==================== block 1
Figure 1. Metal layers overlaid (block 1).
Scale: 6 px per um.
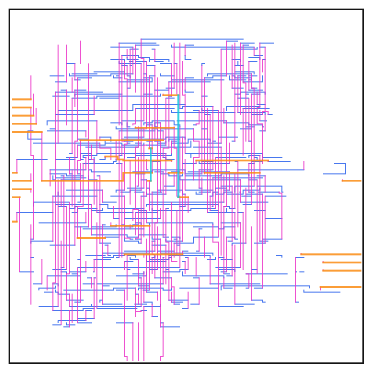
Figure 2. Nets reached from selected ports (block 1).
Scale: 6 px per um.
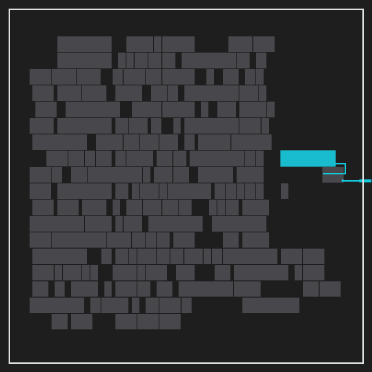
Figure 3. Sequential cells coloured by netlist name (block 1).
Scale: 4 px per um. Other sequential cells in the stronger grey, the rest of the logic in the fainter grey.
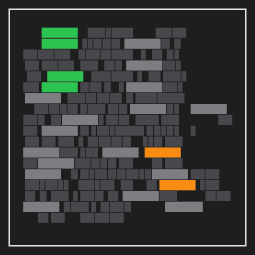
**src/rtl/seqdet_pkg.sv**
```systemverilog
// rtl/seqdet_pkg.sv - shared state encoding and detector threshold for the ones-run path
// Contents:
//   state_t     generator FSM states (ST_IDLE, ST_ONES, ST_GAP)
//   RUN_THRESH  run length at which the detector fires; drives long_run
package seqdet_pkg;

    typedef enum logic [1:0] {
        ST_IDLE = 2'b00,
        ST_ONES = 2'b01,
        ST_GAP  = 2'b10
    } state_t;

    localparam int RUN_THRESH = 3;

endpackage

```
**src/rtl/run_down_counter.sv**
```systemverilog
// rtl/run_down_counter.sv - loadable down-counter with zero flag
// Ports:
//   clock       in   rising-edge clock
//   reset       in   asynchronous active-low reset, clears the count
//   load        in   load load_value (has priority over dec)
//   load_value  in   CNT_W value to load
//   dec         in   decrement by one; holds at zero
//   zero        out  count is zero
module run_down_counter #(
    parameter int CNT_W = 4
) (
    input  logic             clock,
    input  logic             reset,
    input  logic             load,
    input  logic [CNT_W-1:0] load_value,
    input  logic             dec,
    output logic             zero
);

    localparam logic [CNT_W-1:0] CNT_ONE = {{(CNT_W-1){1'b0}}, 1'b1};

    logic [CNT_W-1:0] count;

    always_ff @(posedge clock or negedge reset) begin
        if (!reset) begin
            count <= '0;
        end else if (load) begin
            count <= load_value;
        end else if (dec && (count != '0)) begin
            count <= count - CNT_ONE;
        end
    end

    assign zero = (count == '0);

endmodule

```
**src/rtl/ones_run_generator.sv**
```systemverilog
// rtl/ones_run_generator.sv - framed ones-burst stimulus source for the consecutive-ones detector
// Ports:
//   clock       in   rising-edge clock
//   reset       in   asynchronous active-low reset
//   start       in   frame request, accepted when start && ready
//   run_len     in   ones per burst (N); 0 = empty frame
//   gap_len     in   zeros after each burst (M); 0 treated as 1
//   repeat_cnt  in   bursts per frame (R); 0 treated as 1
//   ready       out  idle, can accept start
//   x_out       out  registered serial bit stream
//   busy        out  frame in progress (~ready)
//   done        out  one-cycle pulse in the first idle cycle after a frame
//   long_run    out  run_len >= RUN_THRESH for the current/last frame
module ones_run_generator
    import seqdet_pkg::*;
#(
    parameter int CNT_W = 4
) (
    input  logic             clock,
    input  logic             reset,
    input  logic             start,
    input  logic [CNT_W-1:0] run_len,
    input  logic [CNT_W-1:0] gap_len,
    input  logic [CNT_W-1:0] repeat_cnt,
    output logic             ready,
    output logic             x_out,
    output logic             busy,
    output logic             done,
    output logic             long_run
);

    localparam logic [CNT_W-1:0] CNT_ONE  = {{(CNT_W-1){1'b0}}, 1'b1};
    localparam logic [CNT_W-1:0] THRESH_W = CNT_W'(RUN_THRESH);

    state_t           state_q, state_d;
    logic             x_q, x_d;
    logic             done_q, done_d;
    logic             ready_q;
    logic             long_run_q, long_run_d;
    logic [CNT_W-1:0] run_q, run_d;
    logic [CNT_W-1:0] gap_q, gap_d;

    logic             phase_load, phase_dec, phase_zero;
    logic [CNT_W-1:0] phase_value;
    logic             burst_load, burst_dec, burst_zero;
    logic [CNT_W-1:0] burst_value;

    // Counters hold "cycles remaining minus one", so zero marks the last
    // cycle of the current phase / the last burst of the frame.
    run_down_counter #(.CNT_W(CNT_W)) u_phase_counter (
        .clock      (clock),
        .reset      (reset),
        .load       (phase_load),
        .load_value (phase_value),
        .dec        (phase_dec),
        .zero       (phase_zero)
    );

    run_down_counter #(.CNT_W(CNT_W)) u_burst_counter (
        .clock      (clock),
        .reset      (reset),
        .load       (burst_load),
        .load_value (burst_value),
        .dec        (burst_dec),
        .zero       (burst_zero)
    );

    always_ff @(posedge clock or negedge reset) begin
        if (!reset) begin
            state_q    <= ST_IDLE;
            x_q        <= 1'b0;
            done_q     <= 1'b0;
            ready_q    <= 1'b1;
            long_run_q <= 1'b0;
            run_q      <= '0;
            gap_q      <= '0;
        end else begin
            state_q    <= state_d;
            x_q        <= x_d;
            done_q     <= done_d;
            ready_q    <= (state_d == ST_IDLE);
            long_run_q <= long_run_d;
            run_q      <= run_d;
            gap_q      <= gap_d;
        end
    end

    always_comb begin
        state_d     = state_q;
        x_d         = 1'b0;
        done_d      = 1'b0;
        long_run_d  = long_run_q;
        run_d       = run_q;
        gap_d       = gap_q;
        phase_load  = 1'b0;
        phase_dec   = 1'b0;
        phase_value = '0;
        burst_load  = 1'b0;
        burst_dec   = 1'b0;
        burst_value = '0;

        case (state_q)
            ST_IDLE: begin
                if (start) begin
                    run_d       = run_len;
                    gap_d       = gap_len;
                    long_run_d  = (run_len >= THRESH_W);
                    burst_load  = 1'b1;
                    burst_value = (repeat_cnt == '0) ? '0 : (repeat_cnt - CNT_ONE);
                    if (run_len == '0) begin
                        done_d = 1'b1;
                    end else begin
                        state_d     = ST_ONES;
                        x_d         = 1'b1;
                        phase_load  = 1'b1;
                        phase_value = run_len - CNT_ONE;
                    end
                end
            end

            ST_ONES: begin
                if (phase_zero) begin
                    state_d     = ST_GAP;
                    phase_load  = 1'b1;
                    phase_value = (gap_q == '0) ? '0 : (gap_q - CNT_ONE);
                end else begin
                    x_d       = 1'b1;
                    phase_dec = 1'b1;
                end
            end

            ST_GAP: begin
                if (phase_zero) begin
                    if (burst_zero) begin
                        state_d = ST_IDLE;
                        done_d  = 1'b1;
                    end else begin
                        state_d     = ST_ONES;
                        x_d         = 1'b1;
                        burst_dec   = 1'b1;
                        phase_load  = 1'b1;
                        phase_value = run_q - CNT_ONE;
                    end
                end else begin
                    phase_dec = 1'b1;
                end
            end

            default: begin
                state_d = ST_IDLE;
            end
        endcase
    end

    assign ready    = ready_q;
    assign busy     = ~ready_q;
    assign x_out    = x_q;
    assign done     = done_q;
    assign long_run = long_run_q;

endmodule

```
**config.mk**
```make
export PLATFORM = sky130hd
export DESIGN_NAME = ones_run_generator
export DESIGN_NICKNAME = d
export VERILOG_FILES = /design/src/rtl/seqdet_pkg.sv /design/src/rtl/run_down_counter.sv /design/src/rtl/ones_run_generator.sv
export SDC_FILE = /design/constraint.sdc
export NUM_CORES = 1
export LEC_CHECK = 0
export CAP_MARGIN = 20
export CORE_MARGIN = 3
export CORE_UTILIZATION = 55
export CTS_CLUSTER_SIZE = 10
export DETAILED_ROUTE_END_ITERATION = 12
export HOLD_SLACK_MARGIN = 0.08
export MAX_ROUTING_LAYER = met4
export PLACE_DENSITY = 0.9
export SLEW_MARGIN = 20
export SYNTH_ARGS = -nofsm -noshare
export SYNTH_HDL_FRONTEND = slang
export SYNTH_SLANG_ARGS = --single-unit
```
**constraint.sdc**
```tcl
create_clock -name clock -period 2.55 [get_ports clock]
set_input_delay 0.255 -clock clock [delete_from_list [all_inputs] [get_ports clock]]
set_output_delay 0.255 -clock clock [all_outputs]
set_load 0.01 [all_outputs]
```
==> flow_summary_export.csv <==
group,metric,value,unit
status,status,"finished, final reports clean",
yosys,synth-edff-count,0,
yosys,synthTopCellsByArea,"dfrtp_1 34%, ha_1 9.0%, mux2_2 5.9%, inv_1 3.9%, mux2_4 3.9%",
global_route,grt_max_degree,23,
yosys,yosys.area_share.xor_xnor,3.43,%
final_timing,timing.final.crit_period,1.94,ns
yosys,top_cell_area_share,34.3,%
clock_network,cts_buffers,3,
layout,area_delta_synth_final,16.3,%
layout,seq_share,31.0,%
layout,dominant_cells,"multi-input combinational cells",
floorplan,die_w,58.7,um
run,tool_warnings,31,
clock_network,path_clk_slew,0.12,ns
global_route,grt_pass1_wl,5620,um
final_timing,hold_violations,0,
layout,lay_top_count,"dfrtp_1",
power_and_ir_drop,seq-power,0.000668,W
critical_path,path_depth,6,
final_timing,fin_crit_sh,75.9,%
critical_path,crit_buf_inv,1,
route,postRouteAntennaNets,0,
route,wl_met2,1730,um
final_timing,hold_slack,0.292,ns
yosys,mux_share,12.4,%
global_route,grt.overflow.total,0,
About Figure 1:
| colour | layer | wire length |
|---|---|---|
| orange | metal 3 | 159 um |
| cyan | metal 4 | 22.4 um |
| magenta | metal 2 | 1,730 um |
| blue | metal 1 | 1,350 um |
GRT Total Usage: 21.5%
wire per inst: 16.2 um
Post-Route WL: 3270 um
via count: 1,184

About Figure 2:
| colour | port | bits | direction | edge | end cells | buffers | wire |
|---|---|---|---|---|---|---|---|
| cyan | x_out | 1 | output | right | 1 | 1 | 10.4 um |

About Figure 3:
| colour | name in the netlist | placed flops |
|---|---|---|
| green | gap_q | 4 |
| orange | state_q | 2 |
not coloured: 16


==================== block 2
**src/rtl/uart_rx_deframer.sv**
```systemverilog
// Frame parser downstream of the UART RX FIFO. It hunts for SOF, reads LEN, streams the
// payload over valid/ready and checks an 8-bit additive checksum covering LEN and payload.
module uart_rx_deframer #(
  parameter int              DataLength    = 8,
  parameter int              MaxLength     = 64,
  parameter logic [DataLength-1:0] SofByte = 8'hA5,
  parameter int              TimeoutCycles = 4340
) (
  input  logic                  i_clk,
  input  logic                  i_rst,
  input  logic                  i_rx_rdy,
  input  logic [DataLength-1:0] i_rx_data,
  output logic                  o_rx_req,
  output logic [DataLength-1:0] o_data,
  output logic                  o_valid,
  output logic                  o_last,
  input  logic                  i_ready,
  output logic                  o_frame_ok,
  output logic                  o_frame_err,
  output logic [1:0]            o_err_code,
  output logic [7:0]            o_drop_cnt
);

  localparam int                  TmoW    = $clog2(TimeoutCycles + 1);
  localparam logic [TmoW-1:0]     TmoLast = TmoW'(TimeoutCycles - 1);
  localparam logic [DataLength-1:0] MaxLen = DataLength'(MaxLength);

  typedef enum logic [1:0] {S_IDLE, S_LEN, S_PAYLOAD, S_CHECK} state_t;
  typedef enum logic [1:0] {
    ERR_NONE    = 2'd0,
    ERR_CHK     = 2'd1,
    ERR_LEN     = 2'd2,
    ERR_TIMEOUT = 2'd3
  } err_t;

  state_t                  state;
  logic [DataLength-1:0]   sum;
  logic [DataLength-1:0]   remaining;
  logic [TmoW-1:0]         idle_cnt;
  logic                    pop;
  logic                    expire;

  // NOTE: the pop is combinational so a byte is taken in the same cycle it is requested;
  // it only fires when the output register is free or being drained, so one byte is in flight.
  assign pop      = i_rx_rdy & (~o_valid | i_ready) & ~i_rst;
  assign o_rx_req = pop;

  // Only cycles with an empty FIFO count; a downstream stall with data waiting never times out.
  assign expire = (state != S_IDLE) && !i_rx_rdy && (idle_cnt == TmoLast);

  // NOTE: every register here is state, so all updates are non-blocking and share one reset branch.
  always_ff @(posedge i_clk) begin
    if (i_rst) begin
      state       <= S_IDLE;
      sum         <= '0;
      remaining   <= '0;
      idle_cnt    <= '0;
      o_data      <= '0;
      o_valid     <= 1'b0;
      o_last      <= 1'b0;
      o_frame_ok  <= 1'b0;
      o_frame_err <= 1'b0;
      o_err_code  <= ERR_NONE;
      o_drop_cnt  <= '0;
    end else begin
      o_frame_ok  <= 1'b0;
      o_frame_err <= 1'b0;

      if (o_valid && i_ready) o_valid <= 1'b0;

      if (pop || state == S_IDLE || expire) idle_cnt <= '0;
      else if (!i_rx_rdy)                   idle_cnt <= idle_cnt + 1'b1;

      if (expire) begin
        state       <= S_IDLE;
        o_frame_err <= 1'b1;
        o_err_code  <= ERR_TIMEOUT;
      end else if (pop) begin
        case (state)
          S_IDLE: begin
            if (i_rx_data == SofByte)      state      <= S_LEN;
            else if (o_drop_cnt != 8'hFF)  o_drop_cnt <= o_drop_cnt + 1'b1;
          end
          S_LEN: begin
            sum       <= i_rx_data;
            remaining <= i_rx_data;
            if (i_rx_data > MaxLen) begin
              state       <= S_IDLE;
              o_frame_err <= 1'b1;
              o_err_code  <= ERR_LEN;
            end else if (i_rx_data == '0) begin
              state <= S_CHECK;
            end else begin
              state <= S_PAYLOAD;
            end
          end
          S_PAYLOAD: begin
            o_data    <= i_rx_data;
            o_valid   <= 1'b1;
            o_last    <= (remaining == DataLength'(1));
            sum       <= sum + i_rx_data;
            remaining <= remaining - 1'b1;
            if (remaining == DataLength'(1)) state <= S_CHECK;
          end
          S_CHECK: begin
            state <= S_IDLE;
            if (i_rx_data == sum) begin
              o_frame_ok <= 1'b1;
            end else begin
              o_frame_err <= 1'b1;
              o_err_code  <= ERR_CHK;
            end
          end
          default: state <= S_IDLE;
        endcase
      end
    end
  end

endmodule

```
**config.mk**
```make
export PLATFORM = sky130hd
export DESIGN_NAME = uart_rx_deframer
export DESIGN_NICKNAME = d
export VERILOG_FILES = /design/src/rtl/uart_rx_deframer.sv
export SDC_FILE = /design/constraint.sdc
export NUM_CORES = 1
export LEC_CHECK = 0
export CAP_MARGIN = 20
export CORE_MARGIN = 2
export CORE_UTILIZATION = 50
export CTS_CLUSTER_DIAMETER = 40
export DETAILED_ROUTE_END_ITERATION = 10
export GPL_TIMING_DRIVEN = 0
export PLACE_DENSITY_LB_ADDON = 0.25
export SLEW_MARGIN = 10
export SYNTH_ARGS = -nofsm -noshare
export SYNTH_HDL_FRONTEND = slang
export SYNTH_SLANG_ARGS = --single-unit
```
**constraint.sdc**
```tcl
create_clock -name i_clk -period 1.77 [get_ports i_clk]
set_input_delay 0.177 -clock i_clk [delete_from_list [all_inputs] [get_ports i_clk]]
set_output_delay 0.177 -clock i_clk [all_outputs]
set_load 0.01 [all_outputs]
```
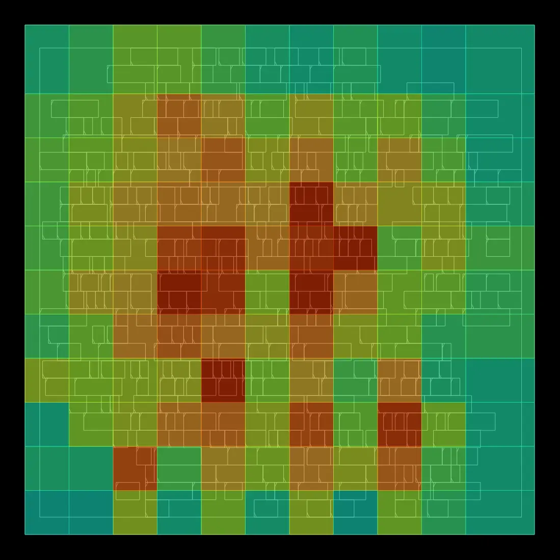
Figure 4: block 2, routing congestion map.
gr busiest metal: met2
met1 Resource Use GR: 28.1%

==> flow_summary_export.csv <==
group,metric,value,unit
status,status,"finished, final reports clean",
critical_path,ff2ff_path_depth,8,
route,vias,2571,
critical_path,crit_fanout,10,
route,initialDrtViolationCount,89,
power_and_ir_drop,clkPwrFrac,33.3,%
layout,dominant_cells,"multi-input combinational cells",
yosys,synthArstFlopShare,0,%
floorplan,die_w,79.8,um
final_timing,fin_skew,0.00318,ns
global_route,grt.overflow.total,0,
power_and_ir_drop,p_seq_share,58.6,%
critical_path,path_depth,8,
final_timing,finalSetupTns,0,ns
global_route,met3_usage,3.62,%
route,avgViaCountPerCell,5.73,
hold_path,min_path_cells,3,
layout,lay_top_count,"nor2_1",
yosys,yosysMostFrequentCell,"nor2_1",
yosys,synthSimpleGateAreaFrac,24.1,%
clock_network,postCtsSetupRepairBufs,3,
critical_path,rrSetupSlack,0.05,ns
power_and_ir_drop,p_leak,1.38,nW
power_and_ir_drop,internal_power,0.00154,W
layout,nClkBuffers,5,
route,routed-wl-met3,328,um
layout,seq_share,30.0,%
layout,largest_reg_flops,13,
yosys,ys_types,57,
layout,area_delta_synth_final,23.9,%
clock_network,insertion_delay,0.31,ns
layout,nNetsFinal,404,
route,wl,6670,um
global_route,grt_pass1_wl,11000,um
yosys,ys_area,0.00287,sq mm
final_timing,rsz0062_at_grt,"yes",
global_route,gr-usage-met2,36.6,%
critical_path,critPathKind,"reg2reg",
final_timing,fin_crit_sh,97.1,%
layout,top_register,"idle_cnt",
floorplan,initial_core_util,51.8,%
yosys,syn_nets,358,
critical_path,cp.required,1.98,ns
route,postRouteAntennaNets,0,
clock_network,cts_buffers,5,
layout,diodes,0,
yosys,top_logic_kind,"simple AND/OR/NAND/NOR gates",
yosys,synth.cell_area,0.00287,sq mm
placement,place_area,0.00330,sq mm
route,wl_met2,3220,um
layout,comb_share,50.2,%
layout,clkCellAreaFrac,2.43,%
layout,regArea,0.00107,sq mm
layout,fillCellCount,489,

==================== block 3
Figure 5. Routing congestion map (block 3).
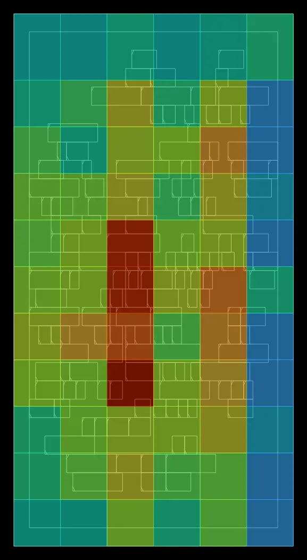
[config.mk]
export PLATFORM = sky130hd
export DESIGN_NAME = blink_sequencer
export DESIGN_NICKNAME = d
export VERILOG_FILES = /design/src/rtl/blink_sequencer.sv
export SDC_FILE = /design/constraint.sdc
export NUM_CORES = 1
export LEC_CHECK = 0
export ABC_AREA = 1
export CAP_MARGIN = 30
export CORE_ASPECT_RATIO = 2
export CORE_MARGIN = 2
export CORE_UTILIZATION = 35
export DETAILED_ROUTE_END_ITERATION = 10
export PLACE_DENSITY = 0.6
export SKIP_LAST_GASP = 1
export SLEW_MARGIN = 20
export SYNTH_ARGS = -nofsm -noshare
export SYNTH_HDL_FRONTEND = slang
export SYNTH_SLANG_ARGS = --single-unit
export TNS_END_PERCENT = 5
[constraint.sdc]
create_clock -name CLK -period 1.55 [get_ports CLK]
set_input_delay 0.31 -clock CLK [delete_from_list [all_inputs] [get_ports CLK]]
set_output_delay 0.31 -clock CLK [all_outputs]
set_load 0.01 [all_outputs]
[src/rtl/blink_sequencer.sv]
// Pattern-driven blink sequencer: plays a latched bit pattern on D0, holding
// each bit for DIV cycles, once (with a DONE pulse) or looping until STOP.
module blink_sequencer #(
  parameter int unsigned DIV   = 10,
  parameter int unsigned PAT_W = 8
) (
  input  logic                       CLK,
  input  logic                       RST,
  input  logic                       START,
  input  logic                       STOP,
  input  logic                       LOOP,
  input  logic [PAT_W-1:0]           PATTERN,
  output logic                       D0,
  output logic                       BUSY,
  output logic                       DONE,
  output logic [$clog2(PAT_W)-1:0]   BIT_IDX
);

  localparam int unsigned IDX_W = $clog2(PAT_W);
  // DIV=1 still gets a 1-bit counter; it simply never leaves 0.
  localparam int unsigned CNT_W = (DIV > 1) ? $clog2(DIV) : 1;
  localparam logic [CNT_W-1:0] CNT_MAX  = CNT_W'(DIV - 1);
  localparam logic [IDX_W-1:0] IDX_LAST = IDX_W'(PAT_W - 1);

  typedef enum logic {
    IDLE = 1'b0,
    RUN  = 1'b1
  } state_t;

  state_t             state;
  logic [CNT_W-1:0]   cnt;
  logic [PAT_W-1:0]   shadow;
  logic               loop_q;
  logic [IDX_W-1:0]   idx_nxt;

  assign idx_nxt = BIT_IDX + IDX_W'(1);

  // Sequencer state, divider and registered outputs.
  always_ff @(posedge CLK) begin
    if (RST) begin
      state   <= IDLE;
      cnt     <= '0;
      shadow  <= '0;
      loop_q  <= 1'b0;
      D0      <= 1'b0;
      BUSY    <= 1'b0;
      DONE    <= 1'b0;
      BIT_IDX <= '0;
    end else begin
      DONE <= 1'b0;
      case (state)
        IDLE: begin
          if (START && !STOP) begin
            shadow  <= PATTERN;
            loop_q  <= LOOP;
            cnt     <= '0;
            BIT_IDX <= '0;
            D0      <= PATTERN[0];
            BUSY    <= 1'b1;
            state   <= RUN;
          end
        end
        RUN: begin
          if (STOP) begin
            state   <= IDLE;
            cnt     <= '0;
            D0      <= 1'b0;
            BUSY    <= 1'b0;
            BIT_IDX <= '0;
          end else if (cnt == CNT_MAX) begin
            cnt <= '0;
            if (BIT_IDX != IDX_LAST) begin
              BIT_IDX <= idx_nxt;
              D0      <= shadow[idx_nxt];
            end else if (loop_q) begin
              BIT_IDX <= '0;
              D0      <= shadow[0];
            end else begin
              state   <= IDLE;
              D0      <= 1'b0;
              BUSY    <= 1'b0;
              BIT_IDX <= '0;
              DONE    <= 1'b1;
            end
          end else begin
            cnt <= cnt + CNT_W'(1);
          end
        end
        default: state <= IDLE;
      endcase
    end
  end

endmodule
==> flow_summary_export.csv <==
group,metric,value,unit
status,status,"finished, final reports clean",
final_timing,timing.final.crit_period,1.53,ns
route,wl_met2,1160,um
critical_path,endpoint,"BIT_IDX[1]",
final_timing,maxSlewViolCount,0,
yosys,synthSimpleGateAreaFrac,21.5,%
layout,layout.cells.non_filler,172,
yosys,ys_area,980,sq um
power_and_ir_drop,internal_power,0.000993,W
layout,final_cell_mix,"18 x dfxtp_1, 18 x inv_1, 18 x a21oi_1, 18 x clkdlybuf4s50_1, 16 x nand2_1",
clock_network,cts_tree,"done",
power_and_ir_drop,p_total,0.00131,W
final_timing,fin_skew,0.00578,ns
critical_path,worstSetupStartpoint,"BIT_IDX[1]$_SDFFE_PP0P_",
layout,regArea,403,sq um
yosys,yosysMostFrequentCell,"dfxtp_1",
route,initialDrtViolationCount,18,
critical_path,cp_slowest_stage_delay,0.56,ns
final_timing,worstMarginPinSlew,0.471,ns
critical_path,path_depth,1,
layout,logic_gates,79,
critical_path,ff2ff_path_depth,8,
global_route,antenna_found_initial,0,
power_and_ir_drop,p_leak,0.514,nW
critical_path,crit_path_end_kind,"output pin",
critical_path,cp.required,1.24,ns
critical_path,critPathArrivalTime,1.22,ns
final_timing,hold_slack,0.461,ns
clock_network,htree_num_levels,1,
floorplan,initial_core_util,36.3,%
yosys,yosys.area_share.xor_xnor,1.79,%
yosys,yosysTopAreaCell,"dfxtp_1",
power_and_ir_drop,p_sw_share,24.3,%
route,wl_met1,749,um
layout,diodes,0,
floorplan,ioPinCount,19,
floorplan,die_w,41.4,um
yosys,synth.cell_area,980,sq um
layout,drive_gt1_share,16.1,%
clock_network,insertion_delay,0.26,ns
critical_path,crit_fanout,3,
yosys,ys_sh_adder,6.39,%
placement,dp_hpwl,1600,um
yosys,syn-instance-count,122,
yosys,yosys_warnings,0,
power_and_ir_drop,top_power_group,"registers",
final_timing,finalSetupTns,0,ns
route,postRouteAntennaNets,0,
global_route,met3_usage,1.82,%
clock_network,postCtsSetupRepairBufs,0,
layout,comb_share,38.2,%
yosys,top_logic_kind,"simple AND/OR/NAND/NOR gates",
power_and_ir_drop,comb_power_share,16.9,%
global_route,grt.overflow.total,0,
layout,dominant_cells,"multi-input combinational cells",
global_route,gr-usage-met2,26.3,%
placement,globalplace.congestion,0.847,
critical_path,critPathKind,"reg2out",
placement,place_ws,-0.0432,ns
## Picture notes: Figure 5
wire per inst: 11.8 um
met1 Resource Use GR: 14.2%
gr busiest metal: met2
utilization after layout: 46.7%


==================== block 4
$ cat config.mk
export PLATFORM = sky130hd
export DESIGN_NAME = cascade_slave_responder
export DESIGN_NICKNAME = d
export VERILOG_FILES = /design/src/rtl/cascade_slave_responder_pkg.sv /design/src/rtl/cascade_slave_responder_inta_edge_detect.sv /design/src/rtl/cascade_slave_responder.sv
export SDC_FILE = /design/constraint.sdc
export NUM_CORES = 1
export LEC_CHECK = 0
export CORE_MARGIN = 3
export CORE_UTILIZATION = 55
export CTS_CLUSTER_SIZE = 40
export DETAILED_ROUTE_END_ITERATION = 10
export DONT_BUFFER_PORTS = 1
export PLACE_DENSITY = 0.8
export SYNTH_ARGS = -nofsm -noshare
export SYNTH_HDL_FRONTEND = slang
export SYNTH_SLANG_ARGS = --single-unit
$ cat constraint.sdc
create_clock -name clock -period 1.9 [get_ports clock]
set_clock_uncertainty 0.2 [all_clocks]
set_input_delay 0.38 -clock clock [delete_from_list [all_inputs] [get_ports clock]]
set_output_delay 0.38 -clock clock [all_outputs]
set_load 0.005 [all_outputs]
$ cat src/rtl/cascade_slave_responder_pkg.sv
// Shared definitions for the 8259 cascade slave responder: FSM encoding,
// the spurious-acknowledge level and the level-to-ISR-bit decode.
package cascade_slave_responder_pkg;

    typedef enum logic [1:0] {
        STATE_IDLE  = 2'b00,
        STATE_ACK1  = 2'b01,
        STATE_ACK2  = 2'b10,
        STATE_WAIT2 = 2'b11
    } control_state_t;

    // An acknowledge with nothing pending is answered as IR7.
    localparam logic [2:0] SPURIOUS_LEVEL = 3'd7;

    function automatic logic [7:0] level_to_onehot(input logic [2:0] level);
        level_to_onehot = 8'h01 << level;
    endfunction

endpackage

$ cat src/rtl/cascade_slave_responder_inta_edge_detect.sv
// Falling/rising edge detector for the synchronous INTA strobe.
module cascade_slave_responder_inta_edge_detect (
    input  logic clock,
    input  logic reset,
    input  logic interrupt_acknowledge_n,
    output logic fall,
    output logic rise
);

    logic inta_prev_r;

    // Previous INTA level; reset high so a low pin after reset reads as a fall.
    always_ff @(posedge clock or posedge reset) begin
        if (reset) begin
            inta_prev_r <= 1'b1;
        end else begin
            inta_prev_r <= interrupt_acknowledge_n;
        end
    end

    assign fall = inta_prev_r & ~interrupt_acknowledge_n;
    assign rise = ~inta_prev_r & interrupt_acknowledge_n;

endmodule

$ cat src/rtl/cascade_slave_responder.sv
// Slave end of the 8259 cascade bus: follows the two-pulse INTA sequence,
// matches the CAS ID against ICW3 and supplies the ISR set and vector.
module cascade_slave_responder
    import cascade_slave_responder_pkg::*;
#(
    parameter int TIMEOUT_CYCLES = 255
) (
    input  logic       clock,
    input  logic       reset,
    input  logic       write_initial_command_word_1_reset,
    input  logic       slave_mode,
    input  logic [2:0] slave_id,
    input  logic       interrupt_acknowledge_n,
    input  logic [2:0] cascade_in,
    input  logic       interrupt_pending,
    input  logic [2:0] highest_level,
    input  logic [4:0] vector_base,
    output logic       selected,
    output logic [7:0] in_service_set,
    output logic [7:0] data_out,
    output logic       data_out_enable,
    output logic       acknowledge_done,
    output logic [1:0] control_state
);

    localparam int COUNT_WIDTH = $clog2(TIMEOUT_CYCLES + 1);
    localparam logic [COUNT_WIDTH-1:0] COUNT_LIMIT = COUNT_WIDTH'(TIMEOUT_CYCLES);
    localparam logic [COUNT_WIDTH-1:0] COUNT_ONE   = COUNT_WIDTH'(1);
    localparam logic [COUNT_WIDTH-1:0] COUNT_ZERO  = COUNT_WIDTH'(0);

    control_state_t         state_r;
    logic [COUNT_WIDTH-1:0] count_r;
    logic [2:0]             level_r;
    logic                   selected_r;
    logic [7:0]             in_service_set_r;
    logic [7:0]             data_out_r;
    logic                   data_out_enable_r;
    logic                   acknowledge_done_r;

    logic                   fall_s;
    logic                   rise_s;
    logic                   id_match_s;
    logic [2:0]             ack_level_s;
    logic                   drive_s;
    logic [COUNT_WIDTH-1:0] count_next_s;

    cascade_slave_responder_inta_edge_detect u_inta_edge_detect (
        .clock                   (clock),
        .reset                   (reset),
        .interrupt_acknowledge_n (interrupt_acknowledge_n),
        .fall                    (fall_s),
        .rise                    (rise_s)
    );

    assign id_match_s   = slave_mode & (cascade_in == slave_id);
    assign ack_level_s  = interrupt_pending ? highest_level : SPURIOUS_LEVEL;
    assign drive_s      = selected_r & ~interrupt_acknowledge_n;
    assign count_next_s = count_r + COUNT_ONE;

    // INTA sequencer with registered cascade-side and data-bus outputs.
    always_ff @(posedge clock or posedge reset) begin
        if (reset) begin
            state_r            <= STATE_IDLE;
            count_r            <= COUNT_ZERO;
            level_r            <= 3'd0;
            selected_r         <= 1'b0;
            in_service_set_r   <= 8'h00;
            data_out_r         <= 8'h00;
            data_out_enable_r  <= 1'b0;
            acknowledge_done_r <= 1'b0;
        end else if (write_initial_command_word_1_reset) begin
            state_r            <= STATE_IDLE;
            count_r            <= COUNT_ZERO;
            level_r            <= 3'd0;
            selected_r         <= 1'b0;
            in_service_set_r   <= 8'h00;
            data_out_r         <= 8'h00;
            data_out_enable_r  <= 1'b0;
            acknowledge_done_r <= 1'b0;
        end else begin
            in_service_set_r   <= 8'h00;
            acknowledge_done_r <= 1'b0;
            case (state_r)
                STATE_IDLE: begin
                    if (fall_s) begin
                        state_r    <= STATE_ACK1;
                        selected_r <= 1'b0;
                    end
                end
                STATE_ACK1: begin
                    if (rise_s) begin
                        selected_r       <= id_match_s;
                        level_r          <= ack_level_s;
                        in_service_set_r <= (id_match_s & interrupt_pending) ?
                                            level_to_onehot(ack_level_s) : 8'h00;
                        count_r          <= COUNT_ZERO;
                        state_r          <= STATE_WAIT2;
                    end
                end
                STATE_WAIT2: begin
                    count_r <= count_next_s;
                    // A second INTA landing on the timeout cycle still wins.
                    if (fall_s) begin
                        state_r           <= STATE_ACK2;
                        data_out_enable_r <= drive_s;
                        data_out_r        <= drive_s ? {vector_base, level_r} : 8'h00;
                    end else if (count_next_s == COUNT_LIMIT) begin
                        state_r    <= STATE_IDLE;
                        selected_r <= 1'b0;
                    end
                end
                STATE_ACK2: begin
                    if (rise_s) begin
                        data_out_enable_r  <= 1'b0;
                        data_out_r         <= 8'h00;
                        acknowledge_done_r <= 1'b1;
                        state_r            <= STATE_IDLE;
                    end else begin
                        data_out_enable_r <= drive_s;
                        data_out_r        <= drive_s ? {vector_base, level_r} : 8'h00;
                    end
                end
                default: begin
                    state_r           <= STATE_IDLE;
                    selected_r        <= 1'b0;
                    data_out_enable_r <= 1'b0;
                    data_out_r        <= 8'h00;
                end
            endcase
        end
    end

    assign selected         = selected_r;
    assign in_service_set   = in_service_set_r;
    assign data_out         = data_out_r;
    assign data_out_enable  = data_out_enable_r;
    assign acknowledge_done = acknowledge_done_r;
    assign control_state    = state_r;

endmodule

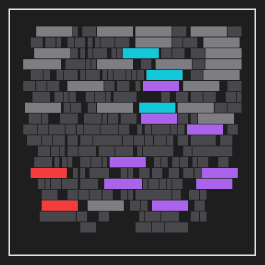
Figure 6: block 4, sequential cells coloured by netlist name.
Scale: 4 px per um. Other sequential cells in the stronger grey, the rest of the logic in the fainter grey.
| colour | name in the netlist | placed flops |
|---|---|---|
| cyan | level_r | 3 |
| purple | count_r | 8 |
| red | control_state | 2 |
not coloured: 20

==> flow_summary_export.csv <==
group,metric,value,unit
global_route,antenna_found_initial,0,
critical_path,path_depth,6,
final_timing,timing.final.crit_period,2.02,ns
yosys,syn-instance-count,160,
layout,clkCellAreaFrac,2.45,%
power_and_ir_drop,p_sw,0.000535,W
clock_network,path_clk_slew,0.10,ns
critical_path,crit_chain,"ha_4, or2b_1, o22ai_2, nand4_4, a31oi_1, mux2_2",
yosys,ys_types,45,
layout,diodes,0,
placement,globalplace.congestion,0.849,
layout,final_cell_mix,"31 x dfrtp_1, 26 x buf_4, 15 x nor2_1, 12 x nand2_1, 12 x dlygate4sd3_1",
global_route,met1_usage,24.5,%
final_timing,hold_violations,0,
layout,nNetsFinal,234,
yosys,ys_top_cells_by_count,"32 x dfrtp_1, 15 x nor2_1, 12 x nand2_1",
power_and_ir_drop,power.density,738,mW/mm^2
yosys,flop_cell,"dfrtp_1",
yosys,synth-edff-count,0,
final_timing,finalSetupTns,-0.225,ns
yosys,yosys_warnings,0,
yosys,ys_area,0.00167,sq mm
final_timing,setup_viol,3,
route,vias,1421,
clock_network,postCtsSetupRepairBufs,4,
global_route,grt_pass1_vias,1388,
floorplan,die_height,61.2,um
clock_network,cts_buffer_depth,2,
power_and_ir_drop,powerClk,0.000383,W
final_timing,fin_ws,-0.116,ns
status,status,"finished, violations left",
power_and_ir_drop,p_leak,1.03,nW
yosys,synthArstFlopShare,100,%
final_timing,hold_slack,0.0227,ns
yosys,yosysMostFrequentCell,"dfrtp_1",
layout,fillCellCount,170,
yosys,synth.cell_area,0.00167,sq mm
yosys,syn_avg_cell_area,10.5,sq um
route,wire_per_inst,17.1,um
critical_path,cp_top_family,"flip-flops",
critical_path,critPathKind,"reg2reg",
floorplan,initial_core_util,59.1,%
clock_network,cts_tree,"done",
placement,port_buffers,0,
yosys,synthSimpleGateAreaFrac,20.6,%
status,violations,"negative setup slack",
critical_path,crit_buf_inv,0,
critical_path,cp_slowest_stage_delay,0.45,ns

==================== block 5
Figure 7. Sequential cells coloured by netlist name (block 5).
Scale: 2 px per um. Other sequential cells in the stronger grey, the rest of the logic in the fainter grey.
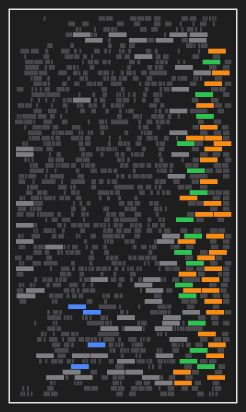
Figure 8. Routing congestion map (block 5).
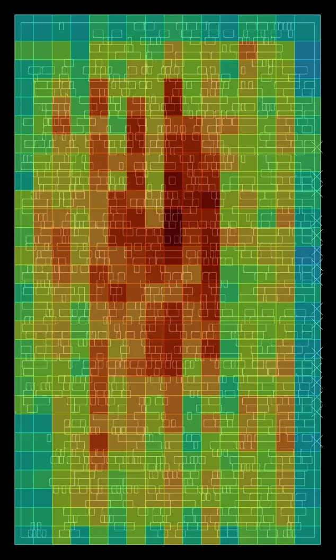
==> src/rtl/ring_writer_pkg.sv <==
// Shared types and constants for the AXI-stream to DDR ring writer.
package ring_writer_pkg;

    typedef enum logic [1:0] {
        IDLE,
        AW,
        W,
        B
    } state_t;

    localparam logic [1:0] BURST_INCR = 2'b01;
    localparam logic [1:0] RESP_OKAY  = 2'b00;

    function automatic int seg_bytes(input int segment_size, input int iq_width);
        return segment_size * iq_width / 8;
    endfunction

endpackage

==> src/rtl/axis_sample_packer.sv <==
// Packs two IQ samples per AXI write beat, holding the output beat until wready.
module axis_sample_packer #(
    parameter int IQ_WIDTH  = 16,
    parameter int BURST_LEN = 8
) (
    input  logic                  clk_i,
    input  logic                  reset_i,
    input  logic                  active,
    input  logic [IQ_WIDTH-1:0]   sample_data,
    input  logic                  sample_valid,
    output logic                  sample_ready,
    output logic [2*IQ_WIDTH-1:0] wdata,
    output logic                  wvalid,
    output logic                  wlast,
    input  logic                  wready,
    output logic                  burst_done,
    output logic                  stall
);

    localparam int BW = (BURST_LEN > 1) ? $clog2(BURST_LEN) : 1;
    localparam logic [BW-1:0] LAST_BEAT = BW'(BURST_LEN - 1);

    logic                pack_phase;
    logic                all_loaded;
    logic [IQ_WIDTH-1:0] low_half;
    logic [BW-1:0]       beat_cnt;
    logic                take;

    // The low half always has room; the completing sample needs the output
    // register free or draining. Once the last beat is loaded, no more samples
    // are taken until the burst is acknowledged.
    assign sample_ready = active && !all_loaded && (!pack_phase || !wvalid || wready);
    assign take         = sample_ready && sample_valid;
    assign burst_done   = wvalid && wready && wlast;
    assign stall        = sample_ready && !sample_valid;

    always_ff @(posedge clk_i or posedge reset_i) begin
        if (reset_i) begin
            pack_phase <= 1'b0;
            all_loaded <= 1'b0;
            low_half   <= '0;
            beat_cnt   <= '0;
            wdata      <= '0;
            wvalid     <= 1'b0;
            wlast      <= 1'b0;
        end else begin
            if (wvalid && wready) begin
                wvalid <= 1'b0;
                if (wlast) all_loaded <= 1'b0;
            end
            if (take) begin
                if (!pack_phase) begin
                    low_half   <= sample_data;
                    pack_phase <= 1'b1;
                end else begin
                    wdata      <= {sample_data, low_half};
                    wvalid     <= 1'b1;
                    wlast      <= (beat_cnt == LAST_BEAT);
                    pack_phase <= 1'b0;
                    if (beat_cnt == LAST_BEAT) begin
                        beat_cnt   <= '0;
                        all_loaded <= 1'b1;
                    end else begin
                        beat_cnt <= beat_cnt + BW'(1);
                    end
                end
            end
        end
    end

endmodule

==> src/rtl/axis_ring_writer.sv <==
// Drains the IQ sample stream into fixed-length INCR bursts over a DDR segment ring.
// Optional statistics outputs are enabled with RING_WRITER_STATS_EN.
module axis_ring_writer
    import ring_writer_pkg::*;
#(
    parameter int NUM_SEGMENTS = 10,
    parameter int SEGMENT_SIZE = 240,
    parameter int IQ_WIDTH     = 16,
    parameter int BURST_LEN    = 8,
    parameter int ADDR_WIDTH   = 32
) (
    input  logic                          clk_i,
    input  logic                          reset_i,
    input  logic [IQ_WIDTH-1:0]           s_axis_tdata,
    input  logic                          s_axis_tvalid,
    output logic                          s_axis_tready,
    input  logic [ADDR_WIDTH-1:0]         base_addr_i,
    input  logic                          enable_i,
    output logic [ADDR_WIDTH-1:0]         m_axi_awaddr,
    output logic [7:0]                    m_axi_awlen,
    output logic [2:0]                    m_axi_awsize,
    output logic [1:0]                    m_axi_awburst,
    output logic                          m_axi_awvalid,
    input  logic                          m_axi_awready,
    output logic [2*IQ_WIDTH-1:0]         m_axi_wdata,
    output logic [2*IQ_WIDTH/8-1:0]       m_axi_wstrb,
    output logic                          m_axi_wlast,
    output logic                          m_axi_wvalid,
    input  logic                          m_axi_wready,
    input  logic [1:0]                    m_axi_bresp,
    input  logic                          m_axi_bvalid,
    output logic                          m_axi_bready,
    output logic [$clog2(NUM_SEGMENTS)-1:0] last_segment_o,
    output logic                          busy_o,
    output logic                          underflow_o,
    output logic                          resp_err_o,
`ifdef RING_WRITER_STATS_EN
    output logic [31:0]                   segment_count_o,
    output logic [31:0]                   stall_count_o,
`endif
    output state_t                        state_o
);

    localparam int SW             = $clog2(NUM_SEGMENTS);
    localparam int BURSTS_PER_SEG = SEGMENT_SIZE / (2 * BURST_LEN);
    localparam int BCW            = (BURSTS_PER_SEG > 1) ? $clog2(BURSTS_PER_SEG) : 1;
    localparam logic [SW-1:0]         LAST_SEG    = SW'(NUM_SEGMENTS - 1);
    localparam logic [BCW-1:0]        LAST_BURST  = BCW'(BURSTS_PER_SEG - 1);
    localparam logic [ADDR_WIDTH-1:0] SEG_BYTES   = ADDR_WIDTH'(seg_bytes(SEGMENT_SIZE, IQ_WIDTH));
    localparam logic [ADDR_WIDTH-1:0] BURST_BYTES = ADDR_WIDTH'(BURST_LEN * 2 * IQ_WIDTH / 8);

    state_t         state;
    logic [SW-1:0]  seg;
    logic [SW-1:0]  seg_next;
    logic [BCW-1:0] burst;
    logic           burst_done;
    logic           stall;
    logic           stall_seen;

    function automatic logic [ADDR_WIDTH-1:0] burst_addr(input logic [ADDR_WIDTH-1:0] base,
                                                         input logic [SW-1:0]         s,
                                                         input logic [BCW-1:0]        b);
        return base + ADDR_WIDTH'(s) * SEG_BYTES + ADDR_WIDTH'(b) * BURST_BYTES;
    endfunction

    assign seg_next      = (seg == LAST_SEG) ? '0 : seg + SW'(1);
    assign busy_o        = (state != IDLE);
    assign state_o       = state;
    assign m_axi_awlen   = 8'(BURST_LEN - 1);
    assign m_axi_awsize  = 3'($clog2(2 * IQ_WIDTH / 8));
    assign m_axi_awburst = BURST_INCR;
    assign m_axi_wstrb   = '1;

    axis_sample_packer #(
        .IQ_WIDTH  (IQ_WIDTH),
        .BURST_LEN (BURST_LEN)
    ) u_packer (
        .clk_i        (clk_i),
        .reset_i      (reset_i),
        .active       (state == W),
        .sample_data  (s_axis_tdata),
        .sample_valid (s_axis_tvalid),
        .sample_ready (s_axis_tready),
        .wdata        (m_axi_wdata),
        .wvalid       (m_axi_wvalid),
        .wlast        (m_axi_wlast),
        .wready       (m_axi_wready),
        .burst_done   (burst_done),
        .stall        (stall)
    );

    // Every channel transfers on a cycle where valid and ready are both high;
    // a raised valid and its payload stay unchanged until that cycle.
    always_ff @(posedge clk_i or posedge reset_i) begin
        if (reset_i) begin
            state          <= IDLE;
            seg            <= '0;
            burst          <= '0;
            m_axi_awaddr   <= '0;
            m_axi_awvalid  <= 1'b0;
            m_axi_bready   <= 1'b0;
            last_segment_o <= LAST_SEG;
            resp_err_o     <= 1'b0;
        end else begin
            case (state)
                IDLE: begin
                    if (enable_i) begin
                        m_axi_awaddr  <= burst_addr(base_addr_i, seg, burst);
                        m_axi_awvalid <= 1'b1;
                        state         <= AW;
                    end
                end
                AW: begin
                    if (m_axi_awready) begin
                        m_axi_awvalid <= 1'b0;
                        state         <= W;
                    end
                end
                W: begin
                    if (burst_done) begin
                        m_axi_bready <= 1'b1;
                        state        <= B;
                    end
                end
                B: begin
                    if (m_axi_bvalid) begin
                        m_axi_bready <= 1'b0;
                        if (m_axi_bresp != RESP_OKAY) resp_err_o <= 1'b1;
                        if (burst == LAST_BURST) begin
                            burst          <= '0;
                            seg            <= seg_next;
                            last_segment_o <= seg;
                            if (enable_i) begin
                                m_axi_awaddr  <= burst_addr(base_addr_i, seg_next, '0);
                                m_axi_awvalid <= 1'b1;
                                state         <= AW;
                            end else begin
                                state <= IDLE;
                            end
                        end else begin
                            burst         <= burst + BCW'(1);
                            m_axi_awaddr  <= burst_addr(base_addr_i, seg, burst + BCW'(1));
                            m_axi_awvalid <= 1'b1;
                            state         <= AW;
                        end
                    end
                end
                default: state <= IDLE;
            endcase
        end
    end

    // One pulse per stall run; re-armed only once the stream shows valid again.
    always_ff @(posedge clk_i or posedge reset_i) begin
        if (reset_i) begin
            underflow_o <= 1'b0;
            stall_seen  <= 1'b0;
        end else begin
            underflow_o <= stall && !stall_seen;
            if (s_axis_tvalid) stall_seen <= 1'b0;
            else if (stall)    stall_seen <= 1'b1;
        end
    end

`ifdef RING_WRITER_STATS_EN
    logic seg_done;
    assign seg_done = (state == B) && m_axi_bvalid && (burst == LAST_BURST);

    always_ff @(posedge clk_i or posedge reset_i) begin
        if (reset_i) begin
            segment_count_o <= '0;
            stall_count_o   <= '0;
        end else begin
            if (seg_done && (segment_count_o != '1)) segment_count_o <= segment_count_o + 32'd1;
            if (stall && (stall_count_o != '1))      stall_count_o   <= stall_count_o + 32'd1;
        end
    end
`else
    // Statistics counters are not built; stalls only drive the underflow pulse.
`endif

endmodule

==> config.mk <==
export PLATFORM = sky130hd
export DESIGN_NAME = axis_ring_writer
export DESIGN_NICKNAME = d
export VERILOG_FILES = /design/src/rtl/ring_writer_pkg.sv /design/src/rtl/axis_sample_packer.sv /design/src/rtl/axis_ring_writer.sv
export SDC_FILE = /design/constraint.sdc
export NUM_CORES = 1
export LEC_CHECK = 0
export CAP_MARGIN = 20
export CELL_PAD_IN_SITES_DETAIL_PLACEMENT = 0
export CELL_PAD_IN_SITES_GLOBAL_PLACEMENT = 1
export CORE_AREA = 2 2 111 194
export DETAILED_ROUTE_END_ITERATION = 6
export DIE_AREA = 0 0 113 196
export GPL_ROUTABILITY_DRIVEN = 0
export PLACE_DENSITY_LB_ADDON = 0.1
export REMOVE_ABC_BUFFERS = 1
export SLEW_MARGIN = 20
export SYNTH_ARGS = -nofsm -noshare
export SYNTH_HDL_FRONTEND = slang
export SYNTH_SLANG_ARGS = --single-unit
==> constraint.sdc <==
create_clock -name clk_i -period 6.85 [get_ports clk_i]
set_clock_uncertainty 0.1 [all_clocks]
set_input_delay 0.685 -clock clk_i [delete_from_list [all_inputs] [get_ports clk_i]]
set_output_delay 0.685 -clock clk_i [all_outputs]
set_load 0.01 [all_outputs]
==> flow_summary_export.csv <==
group,metric,value,unit
status,violations,"design-rule violations",
route,initialDrtViolationCount,460,
placement,dp_cells,1263,
power_and_ir_drop,top_power_group,"combinational logic",
yosys,yosys.area_share.xor_xnor,9.68,%
power_and_ir_drop,p_seq_share,33.7,%
status,status,"finished, violations left",
final_timing,hold_slack,0.332,ns
yosys,synthArstFlopShare,100,%
critical_path,endpoint,"m_axi_awaddr[30]$_DFFE_PP0P_",
route,drcViolationCount,16,
clock_network,clock_sinks,106,
floorplan,die_height,196,um
layout,nNetsFinal,1150,
final_timing,timing.final.crit_period,6.32,ns
run,maxCapViolCount,0,
layout,fillCellCount,2034,
critical_path,critPathArrivalTime,6.43,ns
yosys,ys_sh_aoi,17.2,%
yosys,ys_types,77,
route,first_pass_iters,7,
final_timing,maxSlewViolCount,0,
hold_path,min_from,"stall_seen$_DFFE_PP0P_",
yosys,yosysMostFrequentCell,"dfrtp_1",
placement,dp_hpwl,19500,um
global_route,grt_max_degree,57,
clock_network,holdBufCountCts,0,
placement,port_buffers,134,
floorplan,die_w,113,um
final_timing,setup_viol,0,
About Figure 7:
| colour | name in the netlist | placed flops |
|---|---|---|
| green | u_packer.low_half | 16 |
| blue | burst | 4 |
| orange | u_packer.wdata | 32 |
not coloured: 54
Seq. cell area: 0.00266 sq mm
sequential cell area share: 26.4%
Seq power: 0.00106 W
utilization after layout: 48.7%

About Figure 8:
GRT Total Usage: 22.4%
met2 usage: 42.6%
gr busiest metal: met2


==================== block 6
Figure 9. Nets reached from selected ports (block 6).
Scale: 4 px per um.
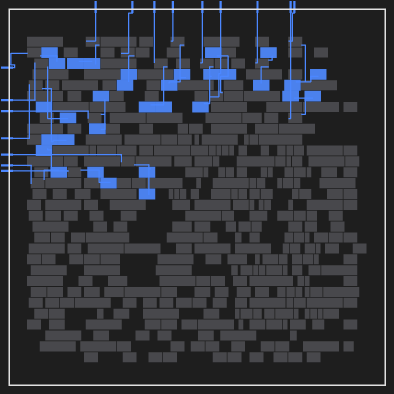
Figure 10. Sequential cells coloured by netlist name (block 6).
Scale: 3 px per um. Other sequential cells in the stronger grey, the rest of the logic in the fainter grey.
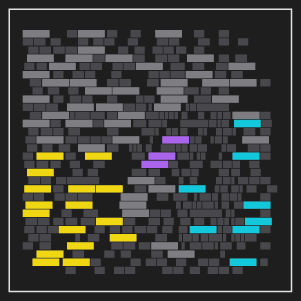
Figure 11. Metal layers overlaid (block 6).
Scale: 4 px per um.
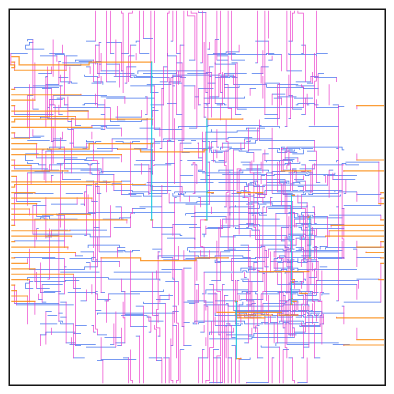
**src/rtl/fetch_lsu_pkg.sv**
```systemverilog
// Shared types for the fetch / load-store sequencer: command opcodes,
// FSM state encoding and the legal RAM latency range.
package fetch_lsu_pkg;

  // Command opcodes presented by the controller FSM
  typedef enum logic [1:0] {
    OP_FETCH  = 2'd0,
    OP_LOAD   = 2'd1,
    OP_STORE  = 2'd2,
    OP_BRANCH = 2'd3
  } op_e;

  // Sequencer states
  typedef enum logic [2:0] {
    S_INIT    = 3'd0,
    S_IDLE    = 3'd1,
    S_RD_WAIT = 3'd2,
    S_WR      = 3'd3,
    S_BR      = 3'd4
  } state_e;

  localparam int RAM_LAT_MIN = 1;
  localparam int RAM_LAT_MAX = 7;

  // Width of a down-counter that must hold the value lat
  function automatic int cnt_width(input int lat);
    return $clog2(lat + 1);
  endfunction

endpackage

```
**src/rtl/fetch_lsu_mem_lat_timer.sv**
```systemverilog
// Loadable down-counter that measures the fixed RAM read latency.
// load presets the count to RAM_LAT; en counts down, saturating at zero.
// expired is high whenever the count has reached zero.
module mem_lat_timer
  import fetch_lsu_pkg::*;
#(
  parameter int RAM_LAT = 1
) (
  input  logic clk,
  input  logic rst_n,
  input  logic load,
  input  logic en,
  output logic expired
);

  localparam int CNT_W = cnt_width(RAM_LAT);

  logic [CNT_W-1:0] r_cnt;

  // Preset on load, otherwise count down while enabled and not yet zero
  always_ff @(posedge clk or negedge rst_n) begin
    if (!rst_n) begin
      r_cnt <= '0;
    end else if (load) begin
      r_cnt <= CNT_W'(RAM_LAT);
    end else if (en && (r_cnt != '0)) begin
      r_cnt <= r_cnt - CNT_W'(1);
    end else begin
      r_cnt <= r_cnt;
    end
  end

  assign expired = (r_cnt == '0);

endmodule

```
**src/rtl/fetch_lsu.sv**
```systemverilog
// Instruction-fetch / load-store sequencer. Owns PC, IR, the RAM address
// and write-data registers and the load-data register; serves one command
// at a time over a valid/ready handshake and drives a synchronous RAM
// whose read data appears RAM_LAT edges after it samples the address.
module fetch_lsu
  import fetch_lsu_pkg::*;
#(
  parameter int ADDR_W  = 8,
  parameter int DATA_W  = 16,
  parameter int RAM_LAT = 1
) (
  input  logic              clk,
  input  logic              rst_n,
  input  logic [ADDR_W-1:0] start_pc,
  input  logic              cmd_valid,
  output logic              cmd_ready,
  input  logic [1:0]        cmd_op,
  input  logic [ADDR_W-1:0] cmd_addr,
  input  logic [DATA_W-1:0] cmd_wdata,
  output logic              done,
  output logic [ADDR_W-1:0] pc,
  output logic [DATA_W-1:0] ir,
  output logic [DATA_W-1:0] ld_data,
  output logic [ADDR_W-1:0] ram_addr,
  output logic              ram_w_en,
  output logic [DATA_W-1:0] ram_w_data,
  input  logic [DATA_W-1:0] ram_r_data
);

  // Reject unsupported read latencies at elaboration time
  generate
    if ((RAM_LAT < RAM_LAT_MIN) || (RAM_LAT > RAM_LAT_MAX)) begin : g_bad_ram_lat
      $error("fetch_lsu: RAM_LAT must lie in 1..7");
    end
  endgenerate

  state_e            r_state;
  logic [ADDR_W-1:0] r_pc;
  logic [DATA_W-1:0] r_ir;
  logic [DATA_W-1:0] r_ld_data;
  logic [ADDR_W-1:0] r_ram_addr;
  logic              r_ram_w_en;
  logic [DATA_W-1:0] r_ram_w_data;
  logic              r_done;
  logic              r_is_fetch;   // outstanding read targets IR (1) or ld_data (0)

  op_e               w_op;
  logic              w_accept;
  logic              w_is_read;
  logic              w_tmr_load;
  logic              w_tmr_en;
  logic              w_expired;

  assign w_op       = op_e'(cmd_op);
  assign cmd_ready  = (r_state == S_IDLE);
  assign w_accept   = cmd_valid & cmd_ready;
  assign w_is_read  = (w_op == OP_FETCH) | (w_op == OP_LOAD);
  assign w_tmr_load = w_accept & w_is_read;
  assign w_tmr_en   = (r_state == S_RD_WAIT);

  mem_lat_timer #(
    .RAM_LAT (RAM_LAT)
  ) u_lat_timer (
    .clk     (clk),
    .rst_n   (rst_n),
    .load    (w_tmr_load),
    .en      (w_tmr_en),
    .expired (w_expired)
  );

  // Sequencer FSM with its register file; all outputs are registered here
  always_ff @(posedge clk or negedge rst_n) begin
    if (!rst_n) begin
      r_state      <= S_INIT;
      r_pc         <= '0;
      r_ir         <= '0;
      r_ld_data    <= '0;
      r_ram_addr   <= '0;
      r_ram_w_en   <= 1'b0;
      r_ram_w_data <= '0;
      r_done       <= 1'b0;
      r_is_fetch   <= 1'b0;
    end else begin
      case (r_state)
        S_INIT: begin
          r_pc       <= start_pc;
          r_done     <= 1'b0;
          r_ram_w_en <= 1'b0;
          r_state    <= S_IDLE;
        end

        S_IDLE: begin
          // done is a single pulse: the completion cycle is the first IDLE cycle
          r_done <= 1'b0;
          if (w_accept) begin
            case (w_op)
              OP_FETCH: begin
                r_ram_addr <= r_pc;
                r_is_fetch <= 1'b1;
                r_state    <= S_RD_WAIT;
              end
              OP_LOAD: begin
                r_ram_addr <= cmd_addr;
                r_is_fetch <= 1'b0;
                r_state    <= S_RD_WAIT;
              end
              OP_STORE: begin
                r_ram_addr   <= cmd_addr;
                r_ram_w_data <= cmd_wdata;
                r_ram_w_en   <= 1'b1;
                r_state      <= S_WR;
              end
              OP_BRANCH: begin
                r_pc    <= cmd_addr;
                r_state <= S_BR;
              end
              default: begin
                r_state <= S_IDLE;
              end
            endcase
          end else begin
            r_state <= S_IDLE;
          end
        end

        S_RD_WAIT: begin
          // The timer reaches zero on the edge the RAM data becomes valid;
          // the data is captured on the following edge.
          if (w_expired) begin
            if (r_is_fetch) begin
              r_ir <= ram_r_data;
              r_pc <= r_pc + ADDR_W'(1);
            end else begin
              r_ld_data <= ram_r_data;
            end
            r_done  <= 1'b1;
            r_state <= S_IDLE;
          end else begin
            r_state <= S_RD_WAIT;
          end
        end

        S_WR: begin
          // The RAM performs the write on this edge; strobe lasts one cycle
          r_ram_w_en <= 1'b0;
          r_done     <= 1'b1;
          r_state    <= S_IDLE;
        end

        S_BR: begin
          r_done  <= 1'b1;
          r_state <= S_IDLE;
        end

        default: begin
          r_ram_w_en <= 1'b0;
          r_done     <= 1'b0;
          r_state    <= S_INIT;
        end
      endcase
    end
  end

  assign pc         = r_pc;
  assign ir         = r_ir;
  assign ld_data    = r_ld_data;
  assign ram_addr   = r_ram_addr;
  assign ram_w_en   = r_ram_w_en;
  assign ram_w_data = r_ram_w_data;
  assign done       = r_done;

endmodule

```
**config.mk**
```make
export PLATFORM = sky130hd
export DESIGN_NAME = fetch_lsu
export DESIGN_NICKNAME = d
export VERILOG_FILES = /design/src/rtl/fetch_lsu_pkg.sv /design/src/rtl/fetch_lsu_mem_lat_timer.sv /design/src/rtl/fetch_lsu.sv
export SDC_FILE = /design/constraint.sdc
export NUM_CORES = 1
export LEC_CHECK = 0
export ABC_CLOCK_PERIOD_IN_PS = 2500
export CAP_MARGIN = 0
export CORE_MARGIN = 4
export CORE_UTILIZATION = 44
export DETAILED_ROUTE_END_ITERATION = 8
export GPL_TIMING_DRIVEN = 0
export PLACE_DENSITY_LB_ADDON = 0.2
export SYNTH_ARGS = -nofsm -noshare
export SYNTH_HDL_FRONTEND = slang
export SYNTH_SLANG_ARGS = --single-unit
```
**constraint.sdc**
```tcl
create_clock -name clk -period 2.5 [get_ports clk]
set_clock_uncertainty 0.1 [all_clocks]
set_input_delay 0.5 -clock clk [delete_from_list [all_inputs] [get_ports clk]]
set_output_delay 0.5 -clock clk [all_outputs]
set_load 0.05 [all_outputs]
```
==> flow_summary_export.csv <==
group,metric,value,unit
status,status,"finished, final reports clean",
global_route,antenna_found_initial,0,
route,wl,7810,um
global_route,grt_max_degree,72,
yosys,syn-instance-count,245,
power_and_ir_drop,p_seq_share,27.3,%
final_timing,slew_headroom,41.3,%
layout,dominant_cells,"registers",
final_timing,hold_slack,0.178,ns
layout,diodes,0,
floorplan,coreArea,0.00694,sq mm
layout,drive_gt1_share,25.3,%
layout,area_delta_synth_final,48.9,%
critical_path,crit_fanout,10,
power_and_ir_drop,seq-power,0.00202,W
yosys,synth.cell_area,0.00322,sq mm
power_and_ir_drop,internal_power,0.00396,W
critical_path,r2r_start,"r_state[1]$_DFF_PN0_",
clock_network,holdBufCountCts,0,
final_timing,rsz0062_at_grt,"no",
yosys,yosys_cells,245,
clock_network,cts_tree,"done",
critical_path,cp.required,1.90,ns
final_timing,maxSlewViolCount,0,
layout,flop-count,71,
run,maxCapViolCount,0,
placement,globalplace.congestion,0.946,
yosys,yosysMostFrequentCell,"dfrtp_1",
clock_network,cts_buffers,9,
layout,area.combinational,0.00137,sq mm
clock_network,htree_num_levels,3,
layout,seq_share,37.0,%
global_route,grt_pass1_wl,12400,um
clock_network,cts_root_buffer,"clkbuf_8",
critical_path,critPathLaunchType,"flop",
route,wl_met1,3220,um
power_and_ir_drop,top_power_group,"combinational logic",
floorplan,die_w,93.6,um
yosys,synthArstFlopShare,100,%
final_timing,fmax,412,MHz
final_timing,fin_ws,0.0724,ns
power_and_ir_drop,p_total,0.00737,W
layout,clkCellAreaFrac,5.32,%
yosys,top_cell_area_share,55.1,%
global_route,met1_usage,21.9,%
floorplan,ioPinCount,120,
yosys,ys_sh_adder,2.33,%
layout,nNonClkBuffers,131,
## Picture notes: Figure 9
| colour | port | bits | direction | edge | end cells | buffers | wire |
|---|---|---|---|---|---|---|---|
| blue | ram_r_data | 16 | input | 9 top, 7 left | 32 | 16 | 440 um |

## Picture notes: Figure 10
| colour | name in the netlist | placed flops |
|---|---|---|
| cyan | pc | 8 |
| yellow | ram_w_data | 16 |
| purple | r_state | 3 |
not coloured: 44

## Picture notes: Figure 11
| colour | layer | wire length |
|---|---|---|
| magenta | metal 2 | 3,710 um |
| blue | metal 1 | 3,220 um |
| orange | metal 3 | 762 um |
| cyan | metal 4 | 116 um |



==> layout pictures side by side <==
Pin placement.
panel A
Scale: 4 px per um. Pins as bars across the die edge, other pins in grey.
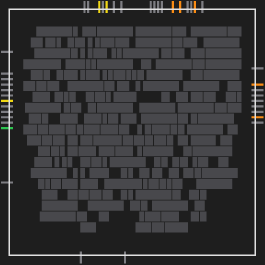
panel B
Scale: 3 px per um. Pins as bars across the die edge, other pins in grey.
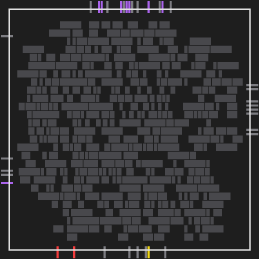
panel C
Scale: 4 px per um. Pins as bars across the die edge, other pins in grey.
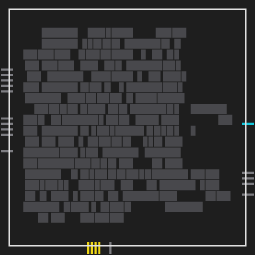
panel D
Scale: 4 px per um. Pins as bars across the die edge, other pins in grey.
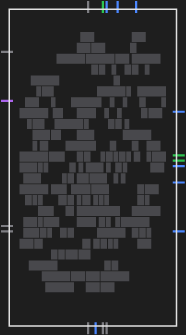
panel E
Scale: 2 px per um. Pins as bars across the die edge, other pins in grey.
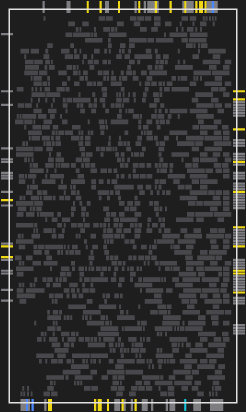
panel F
Scale: 3 px per um. Pins as bars across the die edge, other pins in grey.
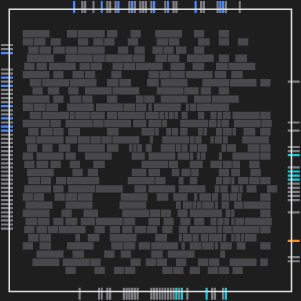
Block 1 is panel C.
Block 4 is panel A.
Block 2 is panel B.
Block 5 is panel E.
Block 6 is panel F.
Block 3 is panel D.
The one with the largest die is panel E.
The one with the most pins is panel E.

No activity file was given, so power comes from the tool's default toggle rates.
